==================== design 1
===== src/rtl/mem_access_stage.sv =====
// Memory stage between execute and writeback. It drives the data BRAM, decodes the
// UART/counter IO window, and registers the load side-band for the writeback extender.
module mem_access_stage #(
    parameter int DMEM_AW        = 14,
    parameter int CPU_CLOCK_FREQ = 50000000
) (
    input  logic               clk,
    input  logic               rst,
    input  logic [31:0]        ex_addr,
    input  logic [31:0]        ex_wdata,
    input  logic [2:0]         ex_funct3,
    input  logic               ex_mem_rd,
    input  logic               ex_mem_wr,
    input  logic               ex_inst_valid,
    output logic [DMEM_AW-1:0] dmem_addr,
    output logic [3:0]         dmem_we,
    output logic [31:0]        dmem_din,
    input  logic [31:0]        dmem_dout,
    input  logic [7:0]         uart_rx_data,
    input  logic               uart_rx_valid,
    output logic               uart_rx_ready,
    output logic [7:0]         uart_tx_data,
    output logic               uart_tx_valid,
    input  logic               uart_tx_ready,
    output logic [31:0]        wb_word,
    output logic [1:0]         wb_sel,
    output logic [2:0]         wb_ldsel
);
    typedef enum logic [1:0] {TAG_NONE, TAG_DMEM, TAG_IO} tag_t;

    localparam logic [5:0] OFF_STAT  = 6'h00;
    localparam logic [5:0] OFF_RX    = 6'h01;
    localparam logic [5:0] OFF_TX    = 6'h02;
    localparam logic [5:0] OFF_CYC   = 6'h04;
    localparam logic [5:0] OFF_INST  = 6'h05;
    localparam logic [5:0] OFF_CLR   = 6'h06;

    logic        is_dmem, is_io;
    logic [5:0]  io_off;
    logic [31:0] io_rdata, io_q;
    logic [31:0] cyc_cnt, inst_cnt;
    logic        cnt_clr;
    tag_t        tag, tag_q;

    // Clock frequency is informational only; the sink below keeps lint quiet about it.
    logic unused_bits;
    assign unused_bits = ^{ex_addr[27:DMEM_AW+2], (CPU_CLOCK_FREQ > 0)};

    assign is_dmem = (ex_addr[31:28] == 4'b0001) || (ex_addr[31:28] == 4'b0011);
    assign is_io   = (ex_addr[31:28] == 4'b1000) && (ex_addr[27:8] == 20'd0);
    assign io_off  = ex_addr[7:2];
    assign tag     = is_dmem ? TAG_DMEM : (is_io ? TAG_IO : TAG_NONE);

    assign dmem_addr = ex_addr[DMEM_AW+1:2];

    always_comb begin
        dmem_we  = 4'b0000;
        dmem_din = ex_wdata;
        unique case (ex_funct3[1:0])
            2'b00: begin
                dmem_we  = 4'b0001 << ex_addr[1:0];
                dmem_din = {4{ex_wdata[7:0]}};
            end
            2'b01: begin
                dmem_we  = ex_addr[1] ? 4'b1100 : 4'b0011;
                dmem_din = {2{ex_wdata[15:0]}};
            end
            2'b10: dmem_we = 4'b1111;
            default: dmem_we = 4'b0000;
        endcase
        if (rst || !ex_mem_wr || !is_dmem)
            dmem_we = 4'b0000;
    end

    always_comb begin
        io_rdata = 32'd0;
        if (is_io) begin
            case (io_off)
                OFF_STAT: io_rdata = {30'd0, uart_rx_valid, uart_tx_ready};
                OFF_RX:   io_rdata = {24'd0, uart_rx_data};
                OFF_CYC:  io_rdata = cyc_cnt;
                OFF_INST: io_rdata = inst_cnt;
                default:  io_rdata = 32'd0;
            endcase
        end
    end

    assign uart_rx_ready = !rst && is_io && ex_mem_rd && (io_off == OFF_RX);
    assign uart_tx_valid = !rst && is_io && ex_mem_wr && (io_off == OFF_TX) && uart_tx_ready;
    assign uart_tx_data  = ex_wdata[7:0];
    assign cnt_clr       = is_io && ex_mem_wr && (io_off == OFF_CLR);

    // Clear beats increment, including a retire in the same cycle.
    always_ff @(posedge clk) begin
        if (rst || cnt_clr) begin
            cyc_cnt  <= 32'd0;
            inst_cnt <= 32'd0;
        end else begin
            cyc_cnt  <= cyc_cnt + 32'd1;
            inst_cnt <= inst_cnt + {31'd0, ex_inst_valid};
        end
    end

    // Side-band lines up with the BRAM's one-cycle read latency.
    always_ff @(posedge clk) begin
        if (rst) begin
            wb_sel   <= 2'd0;
            wb_ldsel <= 3'd0;
            tag_q    <= TAG_NONE;
            io_q     <= 32'd0;
        end else begin
            wb_sel   <= ex_addr[1:0];
            wb_ldsel <= ex_funct3;
            tag_q    <= tag;
            io_q     <= io_rdata;
        end
    end

    always_comb begin
        case (tag_q)
            TAG_DMEM: wb_word = dmem_dout;
            TAG_IO:   wb_word = io_q;
            default:  wb_word = 32'd0;
        endcase
    end
endmodule


===== config.mk =====
export PLATFORM = sky130hd
export DESIGN_NAME = mem_access_stage
export DESIGN_NICKNAME = d
export VERILOG_FILES = /design/src/rtl/mem_access_stage.sv
export SDC_FILE = /design/constraint.sdc
export NUM_CORES = 1
export LEC_CHECK = 0
export ABC_AREA = 0
export CAP_MARGIN = 20
export CORE_ASPECT_RATIO = 0.7
export CORE_UTILIZATION = 40
export CTS_CLUSTER_DIAMETER = 150
export CTS_CLUSTER_SIZE = 24
export DETAILED_ROUTE_END_ITERATION = 6
export GPL_ROUTABILITY_DRIVEN = 0
export PLACE_DENSITY = 0.76
export SLEW_MARGIN = 10
export SYNTH_ARGS = -nofsm -noshare
export SYNTH_HDL_FRONTEND = slang
export SYNTH_SLANG_ARGS = --single-unit

===== constraint.sdc =====
create_clock -name clk -period 2.3 [get_ports clk]
set_clock_uncertainty 0.1 [all_clocks]
set_input_delay 0.46 -clock clk [delete_from_list [all_inputs] [get_ports clk]]
set_output_delay 0.46 -clock clk [all_outputs]
set_load 0.1 [all_outputs]

==================== design 2
==> config.mk <==
export PLATFORM = sky130hd
export DESIGN_NAME = tqvp_prism_loader
export DESIGN_NICKNAME = d
export VERILOG_FILES = /design/src/rtl/tqvp_prism_loader.sv
export SDC_FILE = /design/constraint.sdc
export NUM_CORES = 1
export LEC_CHECK = 0
export CAP_MARGIN = 0
export CORE_AREA = 2 2 157 159
export CTS_CLUSTER_DIAMETER = 150
export DETAILED_ROUTE_END_ITERATION = 8
export DIE_AREA = 0 0 159 161
export HOLD_SLACK_MARGIN = 0.06
export PLACE_DENSITY = 0.69
export SLEW_MARGIN = 20
export SYNTH_ARGS = -nofsm -noshare
export SYNTH_HDL_FRONTEND = slang
export SYNTH_SLANG_ARGS = --single-unit
export TNS_END_PERCENT = 30
==> constraint.sdc <==
create_clock -name clk -period 7.42 [get_ports clk]
set_input_delay 1.484 -clock clk [delete_from_list [all_inputs] [get_ports clk]]
set_output_delay 1.484 -clock clk [all_outputs]
set_load 0.1 [all_outputs]
==> src/rtl/tqvp_prism_loader.sv <==
// PRISM debug/config port sequencer: host passthrough while idle, otherwise replays a
// staged FIFO burst into consecutive word addresses with PRISM held in reset.
module tqvp_prism_loader #(
  parameter int DEPTH      = 8,
  parameter int WR_GAP     = 3,
  parameter int RST_CYCLES = 2
) (
  input  logic        clk,
  input  logic        rst_n,
  input  logic [5:0]  host_addr,
  input  logic [31:0] host_wdata,
  input  logic        host_wr,
  output logic        host_ready,
  input  logic        fifo_push,
  input  logic [31:0] fifo_data,
  output logic        fifo_full,
  output logic [4:0]  fifo_level,
  input  logic        start,
  input  logic [5:0]  start_addr,
  input  logic        abort,
  output logic [5:0]  prism_addr,
  output logic [31:0] prism_wdata,
  output logic        prism_wr,
  output logic        prism_reset,
  output logic        prism_enable,
  output logic        busy,
  output logic        done_irq,
  output logic        err
);

  localparam int AW = (DEPTH > 1) ? $clog2(DEPTH) : 1;

  typedef enum logic [2:0] {
    S_IDLE = 3'd0,
    S_RST  = 3'd1,
    S_LOAD = 3'd2,
    S_GAP  = 3'd3,
    S_ENA  = 3'd4
  } state_t;

  state_t        state_r, next_state_s;
  logic [7:0]    cnt_r;
  logic [5:0]    addr_ptr_r;
  logic [31:0]   mem_r [DEPTH];
  logic [AW-1:0] rd_ptr_r, wr_ptr_r;
  logic [4:0]    level_r;
  logic          err_r, enable_r, abort_hold_r;
  logic          idle_s, empty_s, full_s, pop_s, flush_s, start_ok_s;
  logic          push_ok_s, push_drop_s, err_set_s, err_clr_s;

  assign idle_s      = (state_r == S_IDLE);
  assign empty_s     = (level_r == 5'd0);
  assign full_s      = (level_r == 5'(DEPTH));
  assign pop_s       = (state_r == S_LOAD);
  // Abort only means something once the loader owns the port; in IDLE a start wins.
  assign flush_s     = abort && !idle_s;
  assign start_ok_s  = start && idle_s;
  assign push_ok_s   = fifo_push && !flush_s && (!full_s || pop_s);
  assign push_drop_s = fifo_push && !flush_s && full_s && !pop_s;
  assign err_set_s   = (host_wr && !idle_s) || push_drop_s || flush_s;
  assign err_clr_s   = start_ok_s ||
                       (idle_s && host_wr && (host_addr == 6'h3C) && host_wdata[31]);

  // Next-state logic for the load sequence.
  always_comb begin
    next_state_s = state_r;
    case (state_r)
      S_IDLE: begin
        if (start) next_state_s = S_RST;
        else       next_state_s = S_IDLE;
      end
      S_RST: begin
        if (cnt_r == 8'(RST_CYCLES - 1)) next_state_s = empty_s ? S_ENA : S_LOAD;
        else                             next_state_s = S_RST;
      end
      S_LOAD: next_state_s = S_GAP;
      S_GAP: begin
        if (cnt_r == 8'(WR_GAP - 2)) next_state_s = empty_s ? S_ENA : S_LOAD;
        else                         next_state_s = S_GAP;
      end
      S_ENA:   next_state_s = S_IDLE;
      default: next_state_s = S_IDLE;
    endcase
    if (flush_s) begin
      next_state_s = S_IDLE;
    end else begin
      next_state_s = next_state_s;
    end
  end

  // State register and per-state cycle counter.
  always_ff @(posedge clk or negedge rst_n) begin
    if (!rst_n) begin
      state_r <= S_IDLE;
      cnt_r   <= 8'd0;
    end else begin
      state_r <= next_state_s;
      if (next_state_s != state_r)                    cnt_r <= 8'd0;
      else if (state_r == S_RST || state_r == S_GAP)  cnt_r <= cnt_r + 8'd1;
      else                                            cnt_r <= cnt_r;
    end
  end

  // Target address pointer, error flag, enable and post-abort reset hold.
  always_ff @(posedge clk or negedge rst_n) begin
    if (!rst_n) begin
      addr_ptr_r   <= 6'd0;
      err_r        <= 1'b0;
      enable_r     <= 1'b0;
      abort_hold_r <= 1'b0;
    end else begin
      if (start_ok_s) addr_ptr_r <= start_addr;
      else if (pop_s) addr_ptr_r <= addr_ptr_r + 6'd4;
      else            addr_ptr_r <= addr_ptr_r;

      if (err_set_s)      err_r <= 1'b1;
      else if (err_clr_s) err_r <= 1'b0;
      else                err_r <= err_r;

      if (start_ok_s || flush_s)     enable_r <= 1'b0;
      else if (next_state_s == S_ENA) enable_r <= 1'b1;
      else                            enable_r <= enable_r;

      abort_hold_r <= flush_s;
    end
  end

  // FIFO pointers and occupancy; abort flushes everything staged.
  always_ff @(posedge clk or negedge rst_n) begin
    if (!rst_n) begin
      rd_ptr_r <= '0;
      wr_ptr_r <= '0;
      level_r  <= 5'd0;
    end else if (flush_s) begin
      rd_ptr_r <= '0;
      wr_ptr_r <= '0;
      level_r  <= 5'd0;
    end else begin
      if (push_ok_s) wr_ptr_r <= wr_ptr_r + AW'(1);
      if (pop_s)     rd_ptr_r <= rd_ptr_r + AW'(1);
      level_r <= level_r + 5'(push_ok_s) - 5'(pop_s);
    end
  end

  // FIFO storage.
  always_ff @(posedge clk) begin
    if (push_ok_s) mem_r[wr_ptr_r] <= fifo_data;
  end

  // Port mux: host passthrough in IDLE, loader drive otherwise.
  always_comb begin
    prism_addr  = host_addr;
    prism_wdata = host_wdata;
    prism_wr    = host_wr;
    if (idle_s) begin
      prism_addr  = host_addr;
      prism_wdata = host_wdata;
      prism_wr    = host_wr;
    end else if (pop_s) begin
      prism_addr  = addr_ptr_r;
      prism_wdata = mem_r[rd_ptr_r];
      prism_wr    = 1'b1;
    end else begin
      prism_addr  = addr_ptr_r;
      prism_wdata = 32'd0;
      prism_wr    = 1'b0;
    end
  end

  assign busy         = !idle_s;
  assign host_ready   = idle_s;
  assign prism_reset  = (state_r == S_RST) || (state_r == S_LOAD) || (state_r == S_GAP) ||
                        abort_hold_r;
  assign prism_enable = enable_r;
  assign done_irq     = (state_r == S_ENA) && !abort;
  assign err          = err_r;
  assign fifo_full    = full_s;
  assign fifo_level   = level_r;

endmodule
==================== design 3
## config.mk

```make
export PLATFORM = sky130hd
export DESIGN_NAME = dice_roller
export DESIGN_NICKNAME = d
export VERILOG_FILES = /design/src/rtl/dice_roller.sv
export SDC_FILE = /design/constraint.sdc
export NUM_CORES = 1
export LEC_CHECK = 0
export ABC_AREA = 1
export CAP_MARGIN = 20
export CORE_MARGIN = 5
export CORE_UTILIZATION = 30
export DETAILED_ROUTE_END_ITERATION = 16
export SLEW_MARGIN = 20
export SYNTH_ARGS = -nofsm -noshare
export SYNTH_HDL_FRONTEND = slang
export SYNTH_SLANG_ARGS = --single-unit
export TNS_END_PERCENT = 30
```

## constraint.sdc

```tcl
create_clock -name clock -period 1.4 [get_ports clock]
set_clock_uncertainty 0.05 [all_clocks]
set_input_delay 0.14 -clock clock [delete_from_list [all_inputs] [get_ports clock]]
set_output_delay 0.14 -clock clock [all_outputs]
set_load 0.05 [all_outputs]
```

## src/rtl/dice_roller.sv

```systemverilog
// Two-die roller: free-running face counters sampled on clock_en ticks after a roll press.
// Latency: ROLL_CYCLES enabled ticks of tumbling, then a single-cycle roll_done; presses while busy are dropped.
module dice_roller #(
  parameter int ROLL_CYCLES = 4
) (
  input  logic       clock,
  input  logic       reset,
  input  logic       clock_en,
  input  logic       roll,
  output logic [2:0] dice1,
  output logic [2:0] dice2,
  output logic [3:0] sum,
  output logic       rolling,
  output logic       roll_done
);

  typedef enum logic [1:0] {
    IDLE    = 2'd0,
    ROLLING = 2'd1,
    DONE    = 2'd2
  } state_t;

  state_t     state_q, state_d;
  logic [2:0] c1_q, c1_d;
  logic [2:0] c2_q, c2_d;
  logic       roll_q, roll_d;
  logic [7:0] cnt_q, cnt_d;
  logic [2:0] dice1_q, dice1_d;
  logic [2:0] dice2_q, dice2_d;
  logic [3:0] sum_q, sum_d;
  logic       press;

  always_comb begin
    state_d = state_q;
    cnt_d   = cnt_q;
    dice1_d = dice1_q;
    dice2_d = dice2_q;
    sum_d   = sum_q;
    roll_d  = roll;
    press   = roll & ~roll_q;

    // Face counters run every clock so the press instant picks a uniform pair.
    c1_d = (c1_q == 3'd6) ? 3'd1 : c1_q + 3'd1;
    c2_d = c2_q;
    if (c1_q == 3'd6) begin
      c2_d = (c2_q == 3'd6) ? 3'd1 : c2_q + 3'd1;
    end

    case (state_q)
      IDLE: begin
        if (press) begin
          state_d = ROLLING;
          cnt_d   = 8'(ROLL_CYCLES - 1);
        end
      end
      ROLLING: begin
        if (clock_en) begin
          dice1_d = c1_q;
          dice2_d = c2_q;
          if (cnt_q == 8'd0) begin
            sum_d   = {1'b0, c1_q} + {1'b0, c2_q};
            state_d = DONE;
          end else begin
            cnt_d = cnt_q - 8'd1;
          end
        end
      end
      DONE: begin
        state_d = IDLE;
      end
      default: begin
        state_d = IDLE;
      end
    endcase
  end

  always_ff @(posedge clock) begin
    if (reset) begin
      state_q <= IDLE;
      c1_q    <= 3'd1;
      c2_q    <= 3'd1;
      roll_q  <= 1'b0;
      cnt_q   <= 8'd0;
      dice1_q <= 3'd0;
      dice2_q <= 3'd0;
      sum_q   <= 4'd0;
    end else begin
      state_q <= state_d;
      c1_q    <= c1_d;
      c2_q    <= c2_d;
      roll_q  <= roll_d;
      cnt_q   <= cnt_d;
      dice1_q <= dice1_d;
      dice2_q <= dice2_d;
      sum_q   <= sum_d;
    end
  end

  assign dice1     = dice1_q;
  assign dice2     = dice2_q;
  assign sum       = sum_q;
  assign rolling   = (state_q == ROLLING);
  assign roll_done = (state_q == DONE);

endmodule

```

==================== design 4
--- config.mk ---
export PLATFORM = sky130hd
export DESIGN_NAME = bsg_nasti_req_serializer
export DESIGN_NICKNAME = d
export VERILOG_FILES = /design/src/rtl/bsg_nasti_req_serializer.sv
export SDC_FILE = /design/constraint.sdc
export NUM_CORES = 1
export LEC_CHECK = 0
export ABC_AREA = 1
export CAP_MARGIN = 20
export CELL_PAD_IN_SITES_DETAIL_PLACEMENT = 2
export CELL_PAD_IN_SITES_GLOBAL_PLACEMENT = 2
export CORE_MARGIN = 5
export CORE_UTILIZATION = 32
export CTS_BUF_LIST = sky130_fd_sc_hd__clkbuf_2
export CTS_CLUSTER_SIZE = 25
export DETAILED_ROUTE_END_ITERATION = 6
export PLACE_DENSITY_LB_ADDON = 0.08
export REMOVE_ABC_BUFFERS = 1
export SETUP_SLACK_MARGIN = 0.4
export SKIP_CTS_REPAIR_TIMING = 1
export SLEW_MARGIN = 20
export SYNTH_ARGS = -nofsm -noshare
export SYNTH_HDL_FRONTEND = slang
export SYNTH_SLANG_ARGS = --single-unit
--- constraint.sdc ---
create_clock -name clk_i -period 5 [get_ports clk_i]
set_input_delay 0.5 -clock clk_i [delete_from_list [all_inputs] [get_ports clk_i]]
set_output_delay 0.5 -clock clk_i [all_outputs]
set_load 0.01 [all_outputs]
--- src/rtl/bsg_nasti_req_serializer.sv ---
// Serializes one tunnel request word into LINK_WIDTH-bit beats (LSB beat
// first) on a valid/ready link, gated by a credit counter that mirrors the
// free word slots in the remote receive buffer.
module bsg_nasti_req_serializer #(
  parameter int unsigned REQ_WIDTH  = 80,
  parameter int unsigned LINK_WIDTH = 16,
  parameter int unsigned CREDITS    = 4
) (
  input  logic                               clk_i,
  input  logic                               reset_i,
  input  logic                               req_valid_i,
  input  logic [REQ_WIDTH-1:0]               req_data_i,
  output logic                               req_yumi_o,
  output logic                               link_valid_o,
  output logic [LINK_WIDTH-1:0]              link_data_o,
  input  logic                               link_ready_i,
  input  logic                               credit_return_i,
  output logic [$clog2(CREDITS+1)-1:0]       credit_avail_o,
  output logic                               credit_ovf_o
);

  localparam int unsigned NUM_BEATS  = (REQ_WIDTH + LINK_WIDTH - 1) / LINK_WIDTH;
  localparam int unsigned PAD_WIDTH  = NUM_BEATS * LINK_WIDTH;
  localparam int unsigned CNT_WIDTH  = (NUM_BEATS > 1) ? $clog2(NUM_BEATS) : 1;
  localparam int unsigned CRED_WIDTH = $clog2(CREDITS + 1);

  localparam logic [0:0] IDLE = 1'b0;
  localparam logic [0:0] SEND = 1'b1;

  logic [0:0]            state,    state_n;
  logic [PAD_WIDTH-1:0]  shreg,    shreg_n;
  logic [CNT_WIDTH-1:0]  beat_cnt, beat_cnt_n;
  logic [CRED_WIDTH-1:0] credits,  credits_n;
  logic                  ovf,      ovf_n;

  logic beat_fire;
  logic last_fire;
  logic can_load;
  logic yumi;

  // Next-state, datapath and credit bookkeeping
  always_comb begin
    state_n    = state;
    shreg_n    = shreg;
    beat_cnt_n = beat_cnt;
    credits_n  = credits;
    ovf_n      = ovf;

    beat_fire = (state == SEND) && link_ready_i;
    last_fire = beat_fire && (beat_cnt == CNT_WIDTH'(NUM_BEATS - 1));
    // Registered credit count only: a same-cycle return cannot unblock a load
    can_load  = req_valid_i && (credits != '0);
    yumi      = reset_i && can_load && ((state == IDLE) || last_fire);

    case (state)
      IDLE: begin
        if (yumi) begin
          shreg_n    = PAD_WIDTH'(req_data_i);
          beat_cnt_n = '0;
          state_n    = SEND;
        end
      end
      SEND: begin
        if (beat_fire) begin
          shreg_n    = shreg >> LINK_WIDTH;
          beat_cnt_n = beat_cnt + CNT_WIDTH'(1);
          if (last_fire) begin
            if (yumi) begin
              // Zero-bubble hand-off to the next word
              shreg_n    = PAD_WIDTH'(req_data_i);
              beat_cnt_n = '0;
            end else begin
              state_n = IDLE;
            end
          end
        end
      end
      default: state_n = IDLE;
    endcase

    if (credit_return_i && !yumi) begin
      if (credits == CRED_WIDTH'(CREDITS)) ovf_n = 1'b1;
      else                                  credits_n = credits + CRED_WIDTH'(1);
    end else if (yumi && !credit_return_i) begin
      credits_n = credits - CRED_WIDTH'(1);
    end
  end

  // State register; reset aborts any partially sent word
  always_ff @(posedge clk_i or negedge reset_i) begin
    if (!reset_i) begin
      state    <= IDLE;
      shreg    <= '0;
      beat_cnt <= '0;
      credits  <= CRED_WIDTH'(CREDITS);
      ovf      <= 1'b0;
    end else begin
      state    <= state_n;
      shreg    <= shreg_n;
      beat_cnt <= beat_cnt_n;
      credits  <= credits_n;
      ovf      <= ovf_n;
    end
  end

  assign req_yumi_o     = yumi;
  assign link_valid_o   = (state == SEND);
  assign link_data_o    = shreg[LINK_WIDTH-1:0];
  assign credit_avail_o = credits;
  assign credit_ovf_o   = ovf;

endmodule

==================== design 5
--- src/rtl/prefix_adder_pkg.sv ---
// Shared constants and state encoding for the multi-precision add sequencer.
package prefix_adder_pkg;

  // Width of one datapath word handled by the prefix adder per cycle.
  localparam int unsigned ADDER_W = 16;

  localparam logic [1:0] ST_IDLE = 2'd0;
  localparam logic [1:0] ST_RUN  = 2'd1;
  localparam logic [1:0] ST_DONE = 2'd2;

  typedef enum logic [1:0] {
    StIdle    = ST_IDLE,
    StRun     = ST_RUN,
    StDone    = ST_DONE,
    StIllegal = 2'd3
  } seq_state_e;

  // The unused encoding behaves exactly like IDLE.
  function automatic seq_state_e decode_state(input seq_state_e s);
    return (s == StIllegal) ? StIdle : s;
  endfunction

endpackage

--- src/rtl/mp_add_sequencer_sklansky.sv ---
// 16-bit Sklansky parallel-prefix adder with carry-in and carry-out.
module mp_add_sequencer_sklansky
  import prefix_adder_pkg::*;
(
  input  logic [ADDER_W-1:0] a,
  input  logic [ADDER_W-1:0] b,
  input  logic               cin,
  output logic [ADDER_W-1:0] sum,
  output logic               cout
);

  localparam int unsigned Lvl = $clog2(ADDER_W);

  // Group generate/propagate per prefix level; level 0 is the bitwise pair.
  logic [Lvl:0][ADDER_W-1:0] g;
  logic [Lvl:0][ADDER_W-1:0] p;
  logic [ADDER_W-1:0]        c;

  assign g[0] = a & b;
  assign p[0] = a ^ b;

  for (genvar l = 0; l < Lvl; l++) begin : g_level
    for (genvar i = 0; i < ADDER_W; i++) begin : g_bit
      if (((i >> l) & 1) == 1) begin : g_comb
        // Combine with the last bit of the lower half of this 2^(l+1) block.
        localparam int J = ((i >> l) << l) - 1;
        assign g[l+1][i] = g[l][i] | (p[l][i] & g[l][J]);
        assign p[l+1][i] = p[l][i] & p[l][J];
      end else begin : g_pass
        assign g[l+1][i] = g[l][i];
        assign p[l+1][i] = p[l][i];
      end
    end
  end

  assign c[0] = cin;
  for (genvar i = 1; i < ADDER_W; i++) begin : g_carry
    assign c[i] = g[Lvl][i-1] | (p[Lvl][i-1] & cin);
  end

  assign sum  = p[0] ^ c;
  assign cout = g[Lvl][ADDER_W-1] | (p[Lvl][ADDER_W-1] & cin);

endmodule

--- src/rtl/mp_add_sequencer.sv ---
// Multi-precision add/subtract sequencer: runs a WORDS*16-bit operand pair through
// one 16-bit prefix adder, one word per cycle LSW first, rippling carry between words.
module mp_add_sequencer
  import prefix_adder_pkg::*;
#(
  parameter int unsigned WORDS = 4
) (
  input  logic                       clk,
  input  logic                       rst,
  input  logic                       in_valid,
  output logic                       in_ready,
  input  logic [WORDS*ADDER_W-1:0]   a,
  input  logic [WORDS*ADDER_W-1:0]   b,
  input  logic                       cin,
  input  logic                       sub,
  output logic                       out_valid,
  input  logic                       out_ready,
  output logic [WORDS*ADDER_W-1:0]   sum,
  output logic                       cout,
  output logic                       ovf,
  output logic                       busy
);

  localparam int unsigned IdxW = (WORDS > 1) ? $clog2(WORDS) : 1;

  seq_state_e state_q, state_d, state_dec;
  logic [IdxW-1:0] idx_q, idx_d;
  logic carry_q, carry_d;
  logic [WORDS-1:0][ADDER_W-1:0] a_q, a_d;
  logic [WORDS-1:0][ADDER_W-1:0] b_q, b_d;   // already inverted for subtract
  logic [WORDS-1:0][ADDER_W-1:0] sum_q, sum_d;
  logic cout_q, cout_d;
  logic ovf_q, ovf_d;

  logic [ADDER_W-1:0] add_a, add_b, add_sum;
  logic               add_cout;
  logic               last_word;

  assign add_a     = a_q[idx_q];
  assign add_b     = b_q[idx_q];
  assign last_word = (idx_q == IdxW'(WORDS - 1));

  mp_add_sequencer_sklansky u_adder (
    .a    (add_a),
    .b    (add_b),
    .cin  (carry_q),
    .sum  (add_sum),
    .cout (add_cout)
  );

  // Next-state and datapath update for the IDLE -> RUN -> DONE sequence.
  always_comb begin
    state_dec = decode_state(state_q);
    state_d   = state_dec;
    idx_d     = idx_q;
    carry_d   = carry_q;
    a_d       = a_q;
    b_d       = b_q;
    sum_d     = sum_q;
    cout_d    = cout_q;
    ovf_d     = ovf_q;
    case (state_dec)
      StIdle: begin
        if (in_valid) begin
          a_d     = a;
          b_d     = sub ? ~b : b;
          carry_d = sub ? 1'b1 : cin;
          idx_d   = '0;
          state_d = StRun;
        end
      end
      StRun: begin
        sum_d[idx_q] = add_sum;
        carry_d      = add_cout;
        idx_d        = idx_q + IdxW'(1);
        if (last_word) begin
          cout_d  = add_cout;
          // Signed overflow: operands agree in sign but the result does not.
          ovf_d   = (a_q[WORDS-1][ADDER_W-1] == b_q[WORDS-1][ADDER_W-1]) &&
                    (add_sum[ADDER_W-1] != a_q[WORDS-1][ADDER_W-1]);
          state_d = StDone;
        end
      end
      StDone: begin
        if (out_ready) state_d = StIdle;
      end
      default: state_d = StIdle;
    endcase
  end

  // State, counter, carry, operand and result registers.
  always_ff @(posedge clk) begin
    if (rst) begin
      state_q <= StIdle;
      idx_q   <= '0;
      carry_q <= 1'b0;
      a_q     <= '0;
      b_q     <= '0;
      sum_q   <= '0;
      cout_q  <= 1'b0;
      ovf_q   <= 1'b0;
    end else begin
      state_q <= state_d;
      idx_q   <= idx_d;
      carry_q <= carry_d;
      a_q     <= a_d;
      b_q     <= b_d;
      sum_q   <= sum_d;
      cout_q  <= cout_d;
      ovf_q   <= ovf_d;
    end
  end

  // Handshake and status outputs; in_ready is held low for the whole reset.
  always_comb begin
    in_ready  = !rst && (decode_state(state_q) == StIdle);
    out_valid = (state_q == StDone);
    busy      = (state_q == StRun) || (state_q == StDone);
    sum       = sum_q;
    cout      = cout_q;
    ovf       = ovf_q;
  end

endmodule

--- config.mk ---
export PLATFORM = sky130hd
export DESIGN_NAME = mp_add_sequencer
export DESIGN_NICKNAME = d
export VERILOG_FILES = /design/src/rtl/prefix_adder_pkg.sv /design/src/rtl/mp_add_sequencer_sklansky.sv /design/src/rtl/mp_add_sequencer.sv
export SDC_FILE = /design/constraint.sdc
export NUM_CORES = 1
export LEC_CHECK = 0
export ABC_AREA = 1
export CORE_ASPECT_RATIO = 1.1
export CORE_MARGIN = 2
export CORE_UTILIZATION = 46
export DETAILED_ROUTE_END_ITERATION = 10
export MAX_ROUTING_LAYER = met4
export PLACE_DENSITY = 0.82
export SLEW_MARGIN = 20
export SYNTH_ARGS = -nofsm -noshare
export SYNTH_HDL_FRONTEND = slang
export SYNTH_SLANG_ARGS = --single-unit
--- constraint.sdc ---
create_clock -name clk -period 2.6 [get_ports clk]
set_input_delay 0.65 -clock clk [delete_from_list [all_inputs] [get_ports clk]]
set_output_delay 0.65 -clock clk [all_outputs]
set_load 0.05 [all_outputs]
Design 5, placement density heat map:
14 x 15 tiles, from white (low) to dark blue (high), 0 to 100% covered.
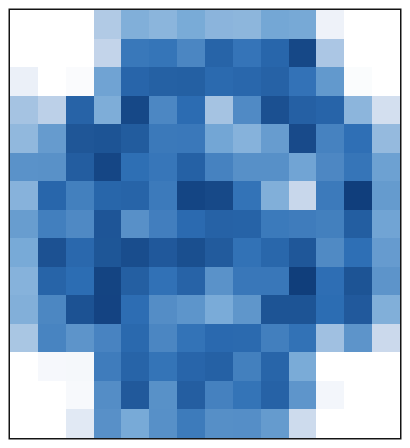
12% of the tiles are nearly empty. The mean over all tiles is 56%. The fullest tile reaches 95%. 31% of the tiles are over 75% full.
final core occ: 62.27%
Core Area: 19860 um2
fp util: 46.89%

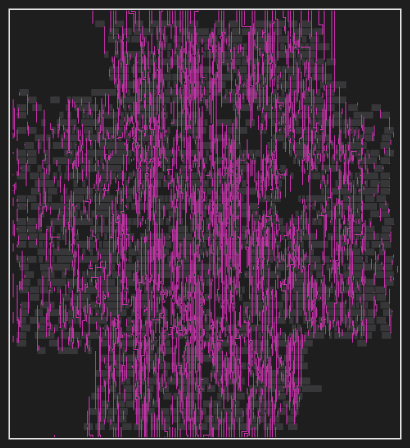
Design 5: M2 wires
Cells faint in the background.
The wires run mostly vertical. The layer carries 12300 um of wire.
total wire length: 26760 um
overall via count from detail_route: 8960
GRT met2 Usage: 38.80%

==> run notes, design 5 <==
flow finished, numbers: status complete, no violations, Syn Area/Cell about 7.4 um2, H-tree depth 4, Port Buffers 202, post-cts hold-fix buffer tally 0, Combinational Power Share about a quarter, latest clock arrival within the worst-skew pair 450 ps, Basic Gates by Area a little under a fifth, register-to-register setup slack around 28 ps, antenna diode count 0, Max FO, Critical Path 13, Setup TNS 0 ps, metal1 wirelength roughly 12000 um, Ys Warns 0, Comb/total area between 30 and 40%, Final setup violation count 0, Crit path largest cell delay 370 ps, Internal Power about 5.5 mW, share of layout cells above drive strength 1 8.102%, Worst Hold Path EP a_q[30]$_SDFFE_PP0P_, Worst Hold Class register to register, placed cell areas 11630 um2, root buffer cell clkbuf_16, Final Hold Viols 0, placed cells 1659, Crit path buffers/inverters 3, Final ANT Viol Nets 0, CP delay by family, top AND-OR/OR-AND gates, P_clk approximately 2.7 mW, max-slew violation count 0, Fmax 0.3889 GHz, Adders+Majority by Area under 10%, Nets at Floorplan roughly 1400, area occupied by registers roughly 4000 um2, P_comb 2.05 mW, GRT Util Overall 25.09%, Critical Path End Type register, biggest area consumer among synthesized cells dfxtp_1, Switch Pwr 2.682 mW, nonclk inv count between 80 and 90, vias in the first global route 8168
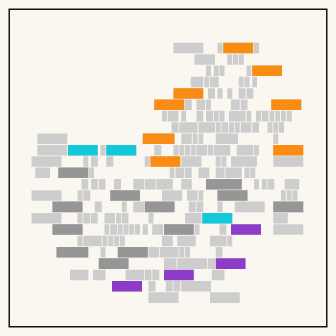
Design 3: sequential cells coloured by netlist name
Other sequential cells in the stronger grey, the rest of the logic in the fainter grey.
Orange stands for cnt_q, sequential cells 8. Purple stands for sum, sequential cells 4. Cyan stands for dice2, sequential cells 3.
Another 12 sequential cells are not coloured.
final core occ: 41.87%
area occupied by registers: 546.8 um2
seq pwr: 0.882 mW

==> run notes, design 3 <==
flow finished, numbers: I/O Pins 16, GRT met3 Usage 1.847%, Rows 24, Worst Path Required 1210 ps, Worst path depth 4, commonest non-fill, non-tap cells in the layout nand2_1 (33), inv_1 (24), dfxtp_1 (24), Post-CTS Resized 3, Switch Pwr ~0.7 mW, RR Startpoint cnt_q[0]$_SDFFE_PP0P_, critical path class register to output port, P_comb ~0.65 mW, Main synth FF type dfxtp_1, Die Y 75.77 um, largest class multi-input combinational cells, # DRC 0, Top cell excl fill/tap nand2_1, flops & latches, synth 27, hold_ws 342.3 ps, Sw Ratio 34.60%, max-slew violation count 0, status complete, no violations, largest register by flop count cnt_q, grt met1 use approximately 14%
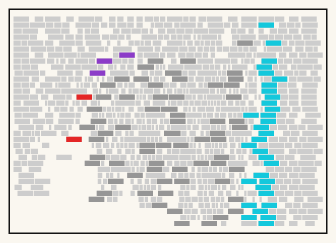
Design 1: sequential cells coloured by netlist name
Other sequential cells in the stronger grey, the rest of the logic in the fainter grey.
Cyan stands for io_q, sequential cells 32, where a vertical strip on the right. Red stands for wb_sel, sequential cells 2. Purple stands for wb_ldsel, sequential cells 3.
Another 66 sequential cells are not coloured.
final core occ: 77.07%
area occupied by registers: 2067 um2

==> run notes, design 1 <==
flow finished, numbers: Routed wire per std cell 19.49 um, nets 1036, Die Y 100.6 um, Setup TNS -655.3 ps, register-to-register setup slack 60 ps, Rows 35, FFs w/ async S/R, synth 0%, biggest area consumer among synthesized cells dfxtp_1, overall via count from detail_route about 6400, Internal Power approximately 3.1 mW, # clock sinks 103, Final setup violation count 16, Clock transition at path regs about 70 ps, synth top area cells dfxtp_1 (37%), a22oi_1 (8.4%), nor2_1 (6.5%), R2R depth 7, status finished with violations, Final ANT Viol Nets 0, Top cell excl fill/tap buf_12, Switch Pwr 1.529 mW, DIE WIDTH 142.9 um, GRT Util Overall 28.15%, post-cts hold-fix buffer tally 0, Nets at Floorplan 783, placed cells 1063, vias in the first global route 6145, Post-Synth AOI/OAI Area about 18%, postcts setup bufs 15, Top power group sequential cells, Post-CTS Resized 82, Rel. slew slack 61.51%, mi-comb count between 400 and 500, logic area between 3000 and 4000 um2, Final Hold Viols 0, I/O Pins 211, failing checks negative setup slack, Ys Warns 0, Max VDD drop 0.3777 mV, main logic family after synthesis simple AND/OR/NAND/NOR gates, worst setup margin -253.8 ps, Yosys chip area 5560 um2
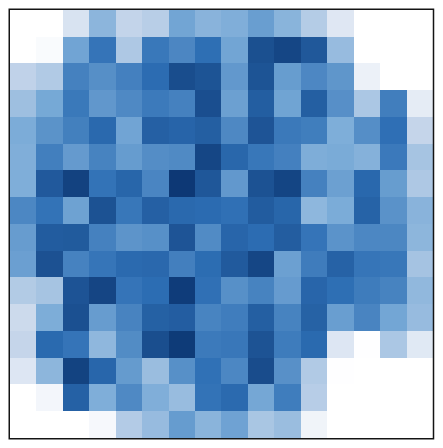
Design 2: placement density heat map
16 x 16 tiles, from white (low) to dark blue (high), 0 to 100% covered.
The emptiest ninth of the die: lower right. The mean over all tiles is 55%. The densest ninth of the die: centre. 11% of the tiles are nearly empty.
final core occ: 60.13%
Core Area: 23960 um2
fp util: 49.25%

==> run notes, design 2 <==
flow finished, numbers: status complete, no violations, most used routing layer met2, H-tree depth 1, most used cell, CP buf_4, grt met1 use 28.28%, Combinational Power Share between 30 and 40%, hold_sp addr_ptr_r[1]$_DFFE_PN0P_, Design Power 5.483 mW, Top power group sequential cells, CTS tree built, Critical Path Slowest Stage Cell clkdlybuf4s50_1, Pre-Repair DR Iteration Count 5, Synth top cells by count edfxtp_1 (256), nand2_1 (76), mux2_2 (64), nor2_1 (58), o31ai_1 (33), crit path cell chain buf_4 -> nand2b_1 -> buf_4 -> o22ai_1 -> o31ai_1 -> clkdlybuf4s50_1, largest class flip-flops and latches, Post-Synth AOI/OAI Area 5.258%, Distinct cells, synth 50, I/O Pins 133, largest net degree at the start of global routing ~46, xor+xnor area frac 1.039%, Final ANT Viol Nets 0, root buffer cell clkbuf_16, Worst Hold Class register to register
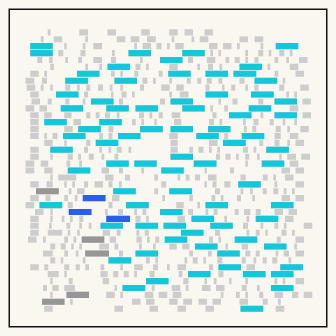
Design 4: sequential cells coloured by netlist name
Other sequential cells in the stronger grey, the rest of the logic in the fainter grey.
Blue stands for credit_avail_o, sequential cells 3. Cyan stands for shreg, sequential cells 80, where widely spread.
Another 5 sequential cells are not coloured.
seq pwr: 1.23 mW
Seq area share: 41.96%

==> run notes, design 4 <==
flow finished, numbers: status complete, no violations, TritonCTS buffer count 9, xor+xnor area frac 0.2091%, Post-synth EDFFs 0, Final setup violation count 0, Final ANT Viol Nets 0, largest class flip-flops and latches, Setup WS pre-CTS 2034 ps, die area 15470 um2, root buffer cell clkbuf_2, largest register by flop count shreg, ys cells 465, number of flip-flops in the largest register 80, min Tclk post-route 3326 ps, final std cells w/o fill 714, MUX share of area 0%, crit share post-route 66.52%, overall via count from detail_route 3566, DIE WIDTH 124.4 um, Yosys chip area 4188 um2, Seq share, synth 52.61%

==> layout pictures side by side <==
Metal 1.
image #1
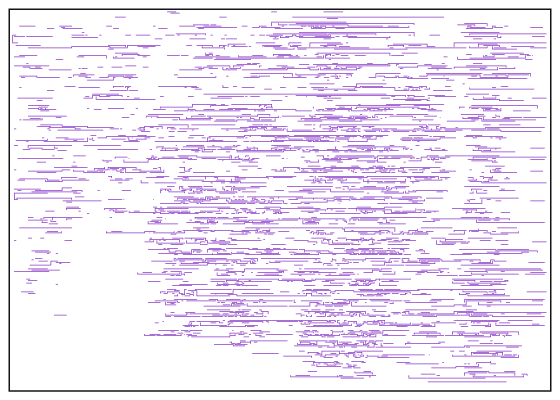
image #2
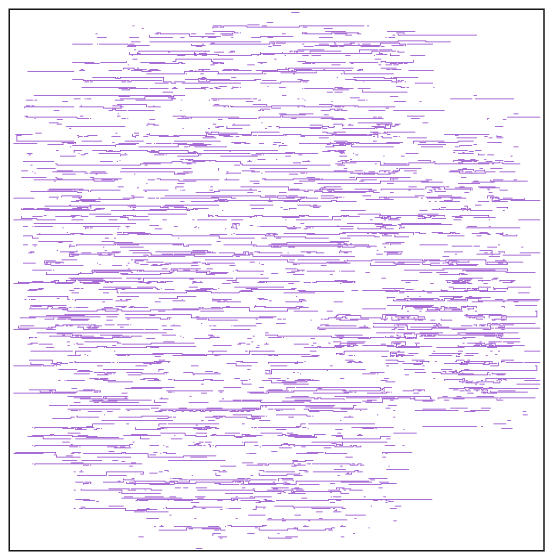
image #3
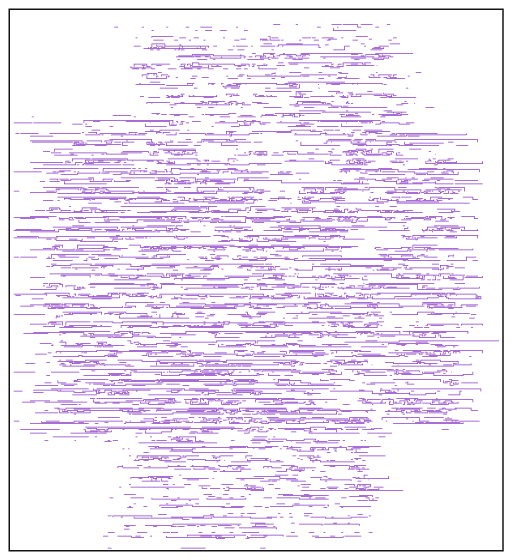
image #4
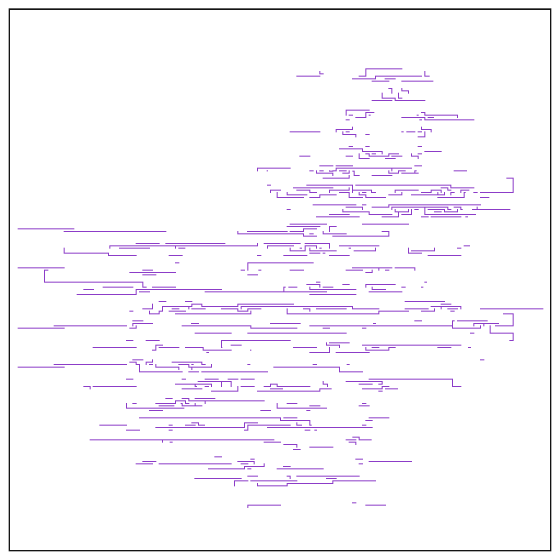
image #5
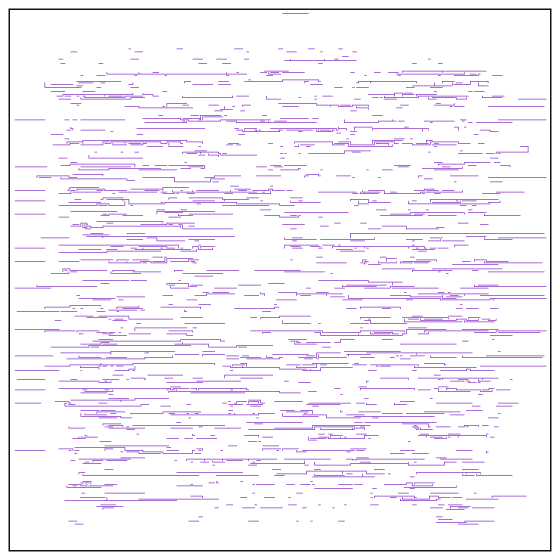
Image #3 is design 5.
Image #5 is design 4.
Image #4 is design 3.
Image #1 is design 1.
Image #2 is design 2.


==================== design 6
Design 6, sequential cells coloured by netlist name:
Other sequential cells in the stronger grey, the rest of the logic in the fainter grey.
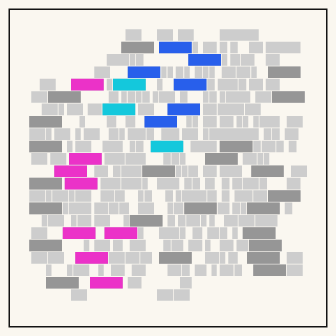
Design 6, placement density heat map:
7 x 7 tiles, from white (low) to dark blue (high), 0 to 100% covered.
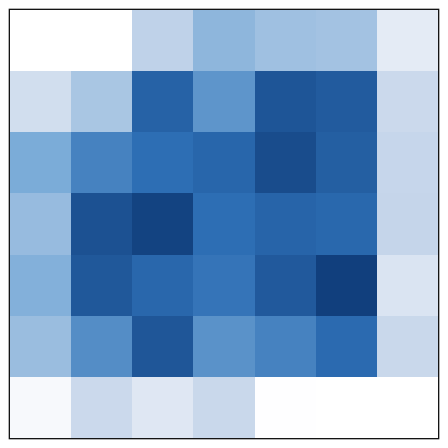
<file path="config.mk">
export PLATFORM = sky130hd
export DESIGN_NAME = uart_rx
export DESIGN_NICKNAME = d
export VERILOG_FILES = /design/src/rtl/uart_pkg.sv /design/src/rtl/uart_rx_sampler.sv /design/src/rtl/uart_rx.sv
export SDC_FILE = /design/constraint.sdc
export NUM_CORES = 1
export LEC_CHECK = 0
export CORE_MARGIN = 4
export CORE_UTILIZATION = 56
export CTS_CLUSTER_DIAMETER = 150
export DETAILED_ROUTE_END_ITERATION = 7
export PLACE_DENSITY = 0.84
export SLEW_MARGIN = 20
export SYNTH_ARGS = -nofsm -noshare
export SYNTH_HDL_FRONTEND = slang
export SYNTH_SLANG_ARGS = --single-unit
</file>
<file path="constraint.sdc">
create_clock -name clk -period 2.7 [get_ports clk]
set_input_delay 0.54 -clock clk [delete_from_list [all_inputs] [get_ports clk]]
set_output_delay 0.54 -clock clk [all_outputs]
set_load 0.01 [all_outputs]
</file>
<file path="src/rtl/uart_pkg.sv">
// Shared UART definitions: receiver state encoding, parity type constants,
// legal oversampling ratios and small helper functions.
package uart_pkg;

    // Receiver frame states
    typedef enum logic [2:0] {
        IDLE,
        START,
        DATA,
        PARITY,
        STOP
    } rx_state_t;

    // Parity type encoding (also used by the transmitter)
    localparam logic PAR_EVEN = 1'b0;
    localparam logic PAR_ODD  = 1'b1;

    // Supported oversampling ratios
    localparam int PRESCALE_8  = 8;
    localparam int PRESCALE_16 = 16;
    localparam int PRESCALE_32 = 32;

    // True when p is one of the supported oversampling ratios
    function automatic logic legal_prescale(input int p);
        return (p == PRESCALE_8) || (p == PRESCALE_16) || (p == PRESCALE_32);
    endfunction

    // Parity bit a transmitter would send, given the XOR of all data bits
    function automatic logic expected_parity(input logic data_xor, input logic typ);
        logic result;
        case (typ)
            PAR_EVEN: result = data_xor;
            PAR_ODD:  result = ~data_xor;
            default:  result = data_xor;
        endcase
        return result;
    endfunction

    // 2-of-3 majority vote
    function automatic logic majority3(input logic a, input logic b, input logic c);
        return (a & b) | (a & c) | (b & c);
    endfunction

endpackage

</file>
<file path="src/rtl/uart_rx_sampler.sv">
// Bit-timing engine for the UART receiver: counts oversampling edges within
// each bit period, raises the sample strobe at mid-bit and the bit-done strobe
// at the last edge of the period.
// Optional macro UART_RX_MAJORITY_EN: the bit value becomes the 2-of-3 vote of
// the samples around mid-bit, decided one edge after mid-bit.
module uart_rx_sampler
    import uart_pkg::*;
#(
    parameter int PRESCALE_W = 6
) (
    input  logic                  clk,
    input  logic                  rst,
    input  logic                  rx_in,
    input  logic [PRESCALE_W-1:0] prescale,
    input  logic                  start,
    input  logic                  busy,
    input  logic                  abort,
    output logic                  sampled_bit,
    output logic                  sample_stb,
    output logic                  bit_done
);

    localparam logic [PRESCALE_W-1:0] ONE = PRESCALE_W'(1);

    logic [PRESCALE_W-1:0] edge_cnt_reg;
    logic [PRESCALE_W-1:0] prescale_reg;
    logic [PRESCALE_W-1:0] half;
    logic [PRESCALE_W-1:0] last_edge;
    logic [PRESCALE_W-1:0] decide_pt;

    assign half      = prescale_reg >> 1;
    assign last_edge = prescale_reg - ONE;

    // Freeze the oversampling ratio for the whole frame at start detection
    always_ff @(posedge clk) begin
        if (rst) begin
            prescale_reg <= '0;
        end else if (start) begin
            prescale_reg <= prescale;
        end
    end

    // Edge counter: the detecting cycle is edge 0, so a new frame resumes at 1
    always_ff @(posedge clk) begin
        if (rst || abort) begin
            edge_cnt_reg <= '0;
        end else if (start) begin
            edge_cnt_reg <= ONE;
        end else if (busy) begin
            edge_cnt_reg <= (edge_cnt_reg == last_edge) ? '0 : edge_cnt_reg + ONE;
        end else begin
            edge_cnt_reg <= '0;
        end
    end

`ifdef UART_RX_MAJORITY_EN
    // Two-deep history so the vote at mid-bit+1 sees mid-bit-1 and mid-bit
    logic [1:0] hist_reg;

    always_ff @(posedge clk) begin
        if (rst) begin
            hist_reg <= 2'b11;
        end else begin
            hist_reg <= {hist_reg[0], rx_in};
        end
    end

    assign decide_pt   = half + ONE;
    assign sampled_bit = majority3(hist_reg[1], hist_reg[0], rx_in);
`else
    assign decide_pt   = half;
    assign sampled_bit = rx_in;
`endif

    assign sample_stb = busy && (edge_cnt_reg == decide_pt);
    assign bit_done   = busy && (edge_cnt_reg == last_edge);

endmodule

</file>
<file path="src/rtl/uart_rx.sv">
// UART receiver: detects the start bit, shifts in DATA_WIDTH bits LSB first,
// optionally checks parity, checks the stop bit, and reports the frame result
// with one-cycle data_valid / par_err / stop_err pulses.
// Optional macro UART_RX_MAJORITY_EN selects 2-of-3 majority bit sampling
// (implemented in uart_rx_sampler).
module uart_rx
    import uart_pkg::*;
#(
    parameter int DATA_WIDTH = 8,
    parameter int PRESCALE_W = 6
) (
    input  logic                  clk,
    input  logic                  rst,
    input  logic                  rx_in,
    input  logic [PRESCALE_W-1:0] prescale,
    input  logic                  par_en,
    input  logic                  par_typ,
    output logic [DATA_WIDTH-1:0] p_data,
    output logic                  data_valid,
    output logic                  par_err,
    output logic                  stop_err
);

    localparam int BIT_W = (DATA_WIDTH > 1) ? $clog2(DATA_WIDTH) : 1;
    localparam logic [BIT_W-1:0] LAST_BIT = BIT_W'(DATA_WIDTH - 1);

    rx_state_t state_reg;
    rx_state_t state_next;

    logic start;
    logic busy;
    logic abort;
    logic sampled_bit;
    logic sample_stb;
    logic bit_done;
    logic last_data_bit;
    logic parity_exp;

    logic [DATA_WIDTH-1:0] shift_reg;
    logic [DATA_WIDTH-1:0] bit_we;
    logic [BIT_W-1:0]      bit_cnt_reg;
    logic                  par_en_reg;
    logic                  par_typ_reg;
    logic                  par_mis_reg;

    logic [DATA_WIDTH-1:0] p_data_reg;
    logic [DATA_WIDTH-1:0] p_data_next;
    logic                  data_valid_reg;
    logic                  data_valid_next;
    logic                  par_err_reg;
    logic                  par_err_next;
    logic                  stop_err_reg;
    logic                  stop_err_next;

    assign busy          = (state_reg != IDLE);
    assign start         = !busy && !rx_in;
    assign abort         = busy && (state_next == IDLE);
    assign last_data_bit = (bit_cnt_reg == LAST_BIT);
    assign parity_exp    = expected_parity(^shift_reg, par_typ_reg);

    uart_rx_sampler #(
        .PRESCALE_W (PRESCALE_W)
    ) u_sampler (
        .clk         (clk),
        .rst         (rst),
        .rx_in       (rx_in),
        .prescale    (prescale),
        .start       (start),
        .busy        (busy),
        .abort       (abort),
        .sampled_bit (sampled_bit),
        .sample_stb  (sample_stb),
        .bit_done    (bit_done)
    );

    // State register
    always_ff @(posedge clk) begin
        if (rst) begin
            state_reg <= IDLE;
        end else begin
            state_reg <= state_next;
        end
    end

    // Next-state logic; STOP leaves at the sample point so the next start edge is caught
    always_comb begin
        state_next = state_reg;
        unique case (state_reg)
            IDLE: begin
                if (!rx_in) state_next = START;
            end
            START: begin
                if (sample_stb && sampled_bit) state_next = IDLE;
                else if (bit_done)             state_next = DATA;
            end
            DATA: begin
                if (bit_done && last_data_bit) state_next = par_en_reg ? PARITY : STOP;
            end
            PARITY: begin
                if (bit_done) state_next = STOP;
            end
            STOP: begin
                if (sample_stb) state_next = IDLE;
            end
            default: state_next = IDLE;
        endcase
    end

    // Frame result decided at the stop-bit sample
    always_comb begin
        data_valid_next = 1'b0;
        par_err_next    = 1'b0;
        stop_err_next   = 1'b0;
        p_data_next     = p_data_reg;
        if (state_reg == STOP && sample_stb) begin
            data_valid_next = sampled_bit && !par_mis_reg;
            par_err_next    = par_mis_reg;
            stop_err_next   = !sampled_bit;
        end
        if (data_valid_next) p_data_next = shift_reg;
    end

    // One write enable per data bit, selected by the current bit index
    generate
        for (genvar gi = 0; gi < DATA_WIDTH; gi++) begin : g_bit_we
            assign bit_we[gi] = (state_reg == DATA) && sample_stb && (bit_cnt_reg == BIT_W'(gi));
        end
    endgenerate

    // Frame datapath: latched config, bit index, received bits, parity mismatch
    always_ff @(posedge clk) begin
        if (rst) begin
            shift_reg   <= '0;
            bit_cnt_reg <= '0;
            par_en_reg  <= 1'b0;
            par_typ_reg <= PAR_EVEN;
            par_mis_reg <= 1'b0;
        end else begin
            if (start) begin
                par_en_reg  <= par_en;
                par_typ_reg <= par_typ;
                par_mis_reg <= 1'b0;
                bit_cnt_reg <= '0;
            end
            if (state_reg == DATA && bit_done) begin
                bit_cnt_reg <= last_data_bit ? '0 : bit_cnt_reg + BIT_W'(1);
            end
            if (state_reg == PARITY && sample_stb) begin
                par_mis_reg <= (sampled_bit != parity_exp);
            end
            for (int i = 0; i < DATA_WIDTH; i++) begin
                if (bit_we[i]) shift_reg[i] <= sampled_bit;
            end
        end
    end

    // Registered outputs
    always_ff @(posedge clk) begin
        if (rst) begin
            p_data_reg     <= '0;
            data_valid_reg <= 1'b0;
            par_err_reg    <= 1'b0;
            stop_err_reg   <= 1'b0;
        end else begin
            p_data_reg     <= p_data_next;
            data_valid_reg <= data_valid_next;
            par_err_reg    <= par_err_next;
            stop_err_reg   <= stop_err_next;
        end
    end

    assign p_data     = p_data_reg;
    assign data_valid = data_valid_reg;
    assign par_err    = par_err_reg;
    assign stop_err   = stop_err_reg;

endmodule

</file>
==> run notes <==
flow finished, numbers: met2 wire len 2099 um, Combinational Power Share 12.7%, die area 4821 um2, Hold Path Cell Cnt 2, Syn Area/Cell about 9 um2, nonclk inv count 10, Max Cap Viol 0, count leader, synth dfxtp_1, flops & latches, synth 40, placed cell areas 2352 um2, Met3 Routed Length 226 um, Max VDD drop 0.3714 mV, worst setup margin between 500 and 600 ps, Clk network pwr share 38.0%, Sw Ratio 24.99%, Final Hold Viols 0, Reg power frac 49.2%, Basic Gates by Area 23.39%, bufs w/o clock 25, # DRC 0, RSZ-0062 raised after global routing false, post-cts hold-fix buffer tally 0, crit path cell chain inv_1 -> ha_1 -> o21ba_1 -> a221oi_2 -> a41oi_2 -> nor3_2 -> mux2_2, antenna diode count 0, Adders+Majority by Area 4.737%, vias in the first global route around 1700, Post-synth EDFFs 0, area share, top type 37.89%, Synth top cells by count dfxtp_1 (40), nor2_1 (26), nand2_1 (20), mux2i_1 (17), xnor2_1 (14), RR Startpoint u_sampler.prescale_reg[0]$_SDFFE_PP0P_, Seq share, synth 37.89%, max-slew violation count 0, Clock transition at path regs about 70 ps, status complete, no violations, Internal Power 0.9425 mW, seq_cells ~40, Pre-Repair DR Iteration Count 4, Routed wire per std cell 14.46 um, min Tclk post-route 2177 ps, fillers between 300 and 400, final std cells w/o fill just over 300, CP delay by family, top AND-OR/OR-AND gates
## Picture notes: 'sequential cells coloured by netlist name' of design 6
Blue stands for u_sampler.prescale_reg, sequential cells 6, where top centre. Magenta stands for shift_reg, sequential cells 8. Cyan stands for bit_cnt_reg, sequential cells 3.
Another 23 sequential cells are not coloured.
area occupied by registers: 800.8 um2
seq pwr: 0.619 mW
Seq area share: 32.55%
final core occ: 67.19%

## Picture notes: 'placement density heat map' of design 6
The fullest tile reaches 94%. The densest ninth of the die: centre. The emptiest ninth of the die: upper left. 33% of the tiles are over 75% full. 10% of the tiles are nearly empty.
fp util: 57.72%
Core Area: 3661 um2



==> layout pictures side by side <==
Cell placement.
shot_01.png
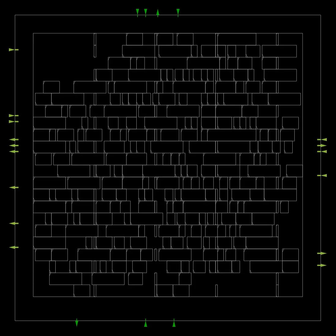
shot_02.png
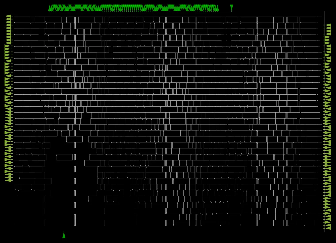
shot_03.png
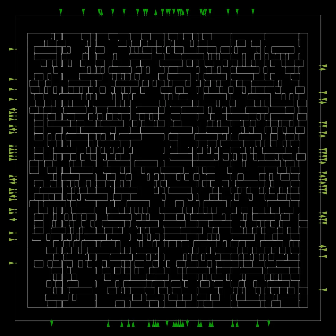
shot_04.png
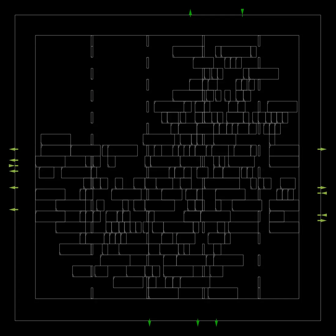
shot_05.png
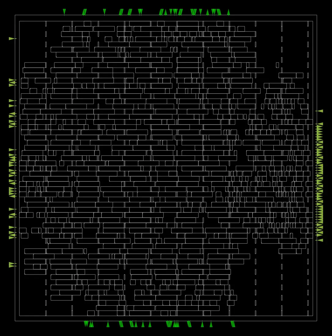
shot_06.png
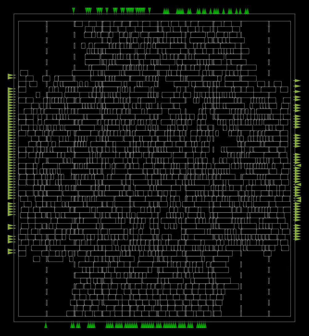
shot_03.png: design 4
shot_02.png: design 1
shot_06.png: design 5
shot_01.png: design 6
shot_04.png: design 3
shot_05.png: design 2
The one with the fewest sequential cells is shot_04.png.

Power and IR drop assume default switching activity.
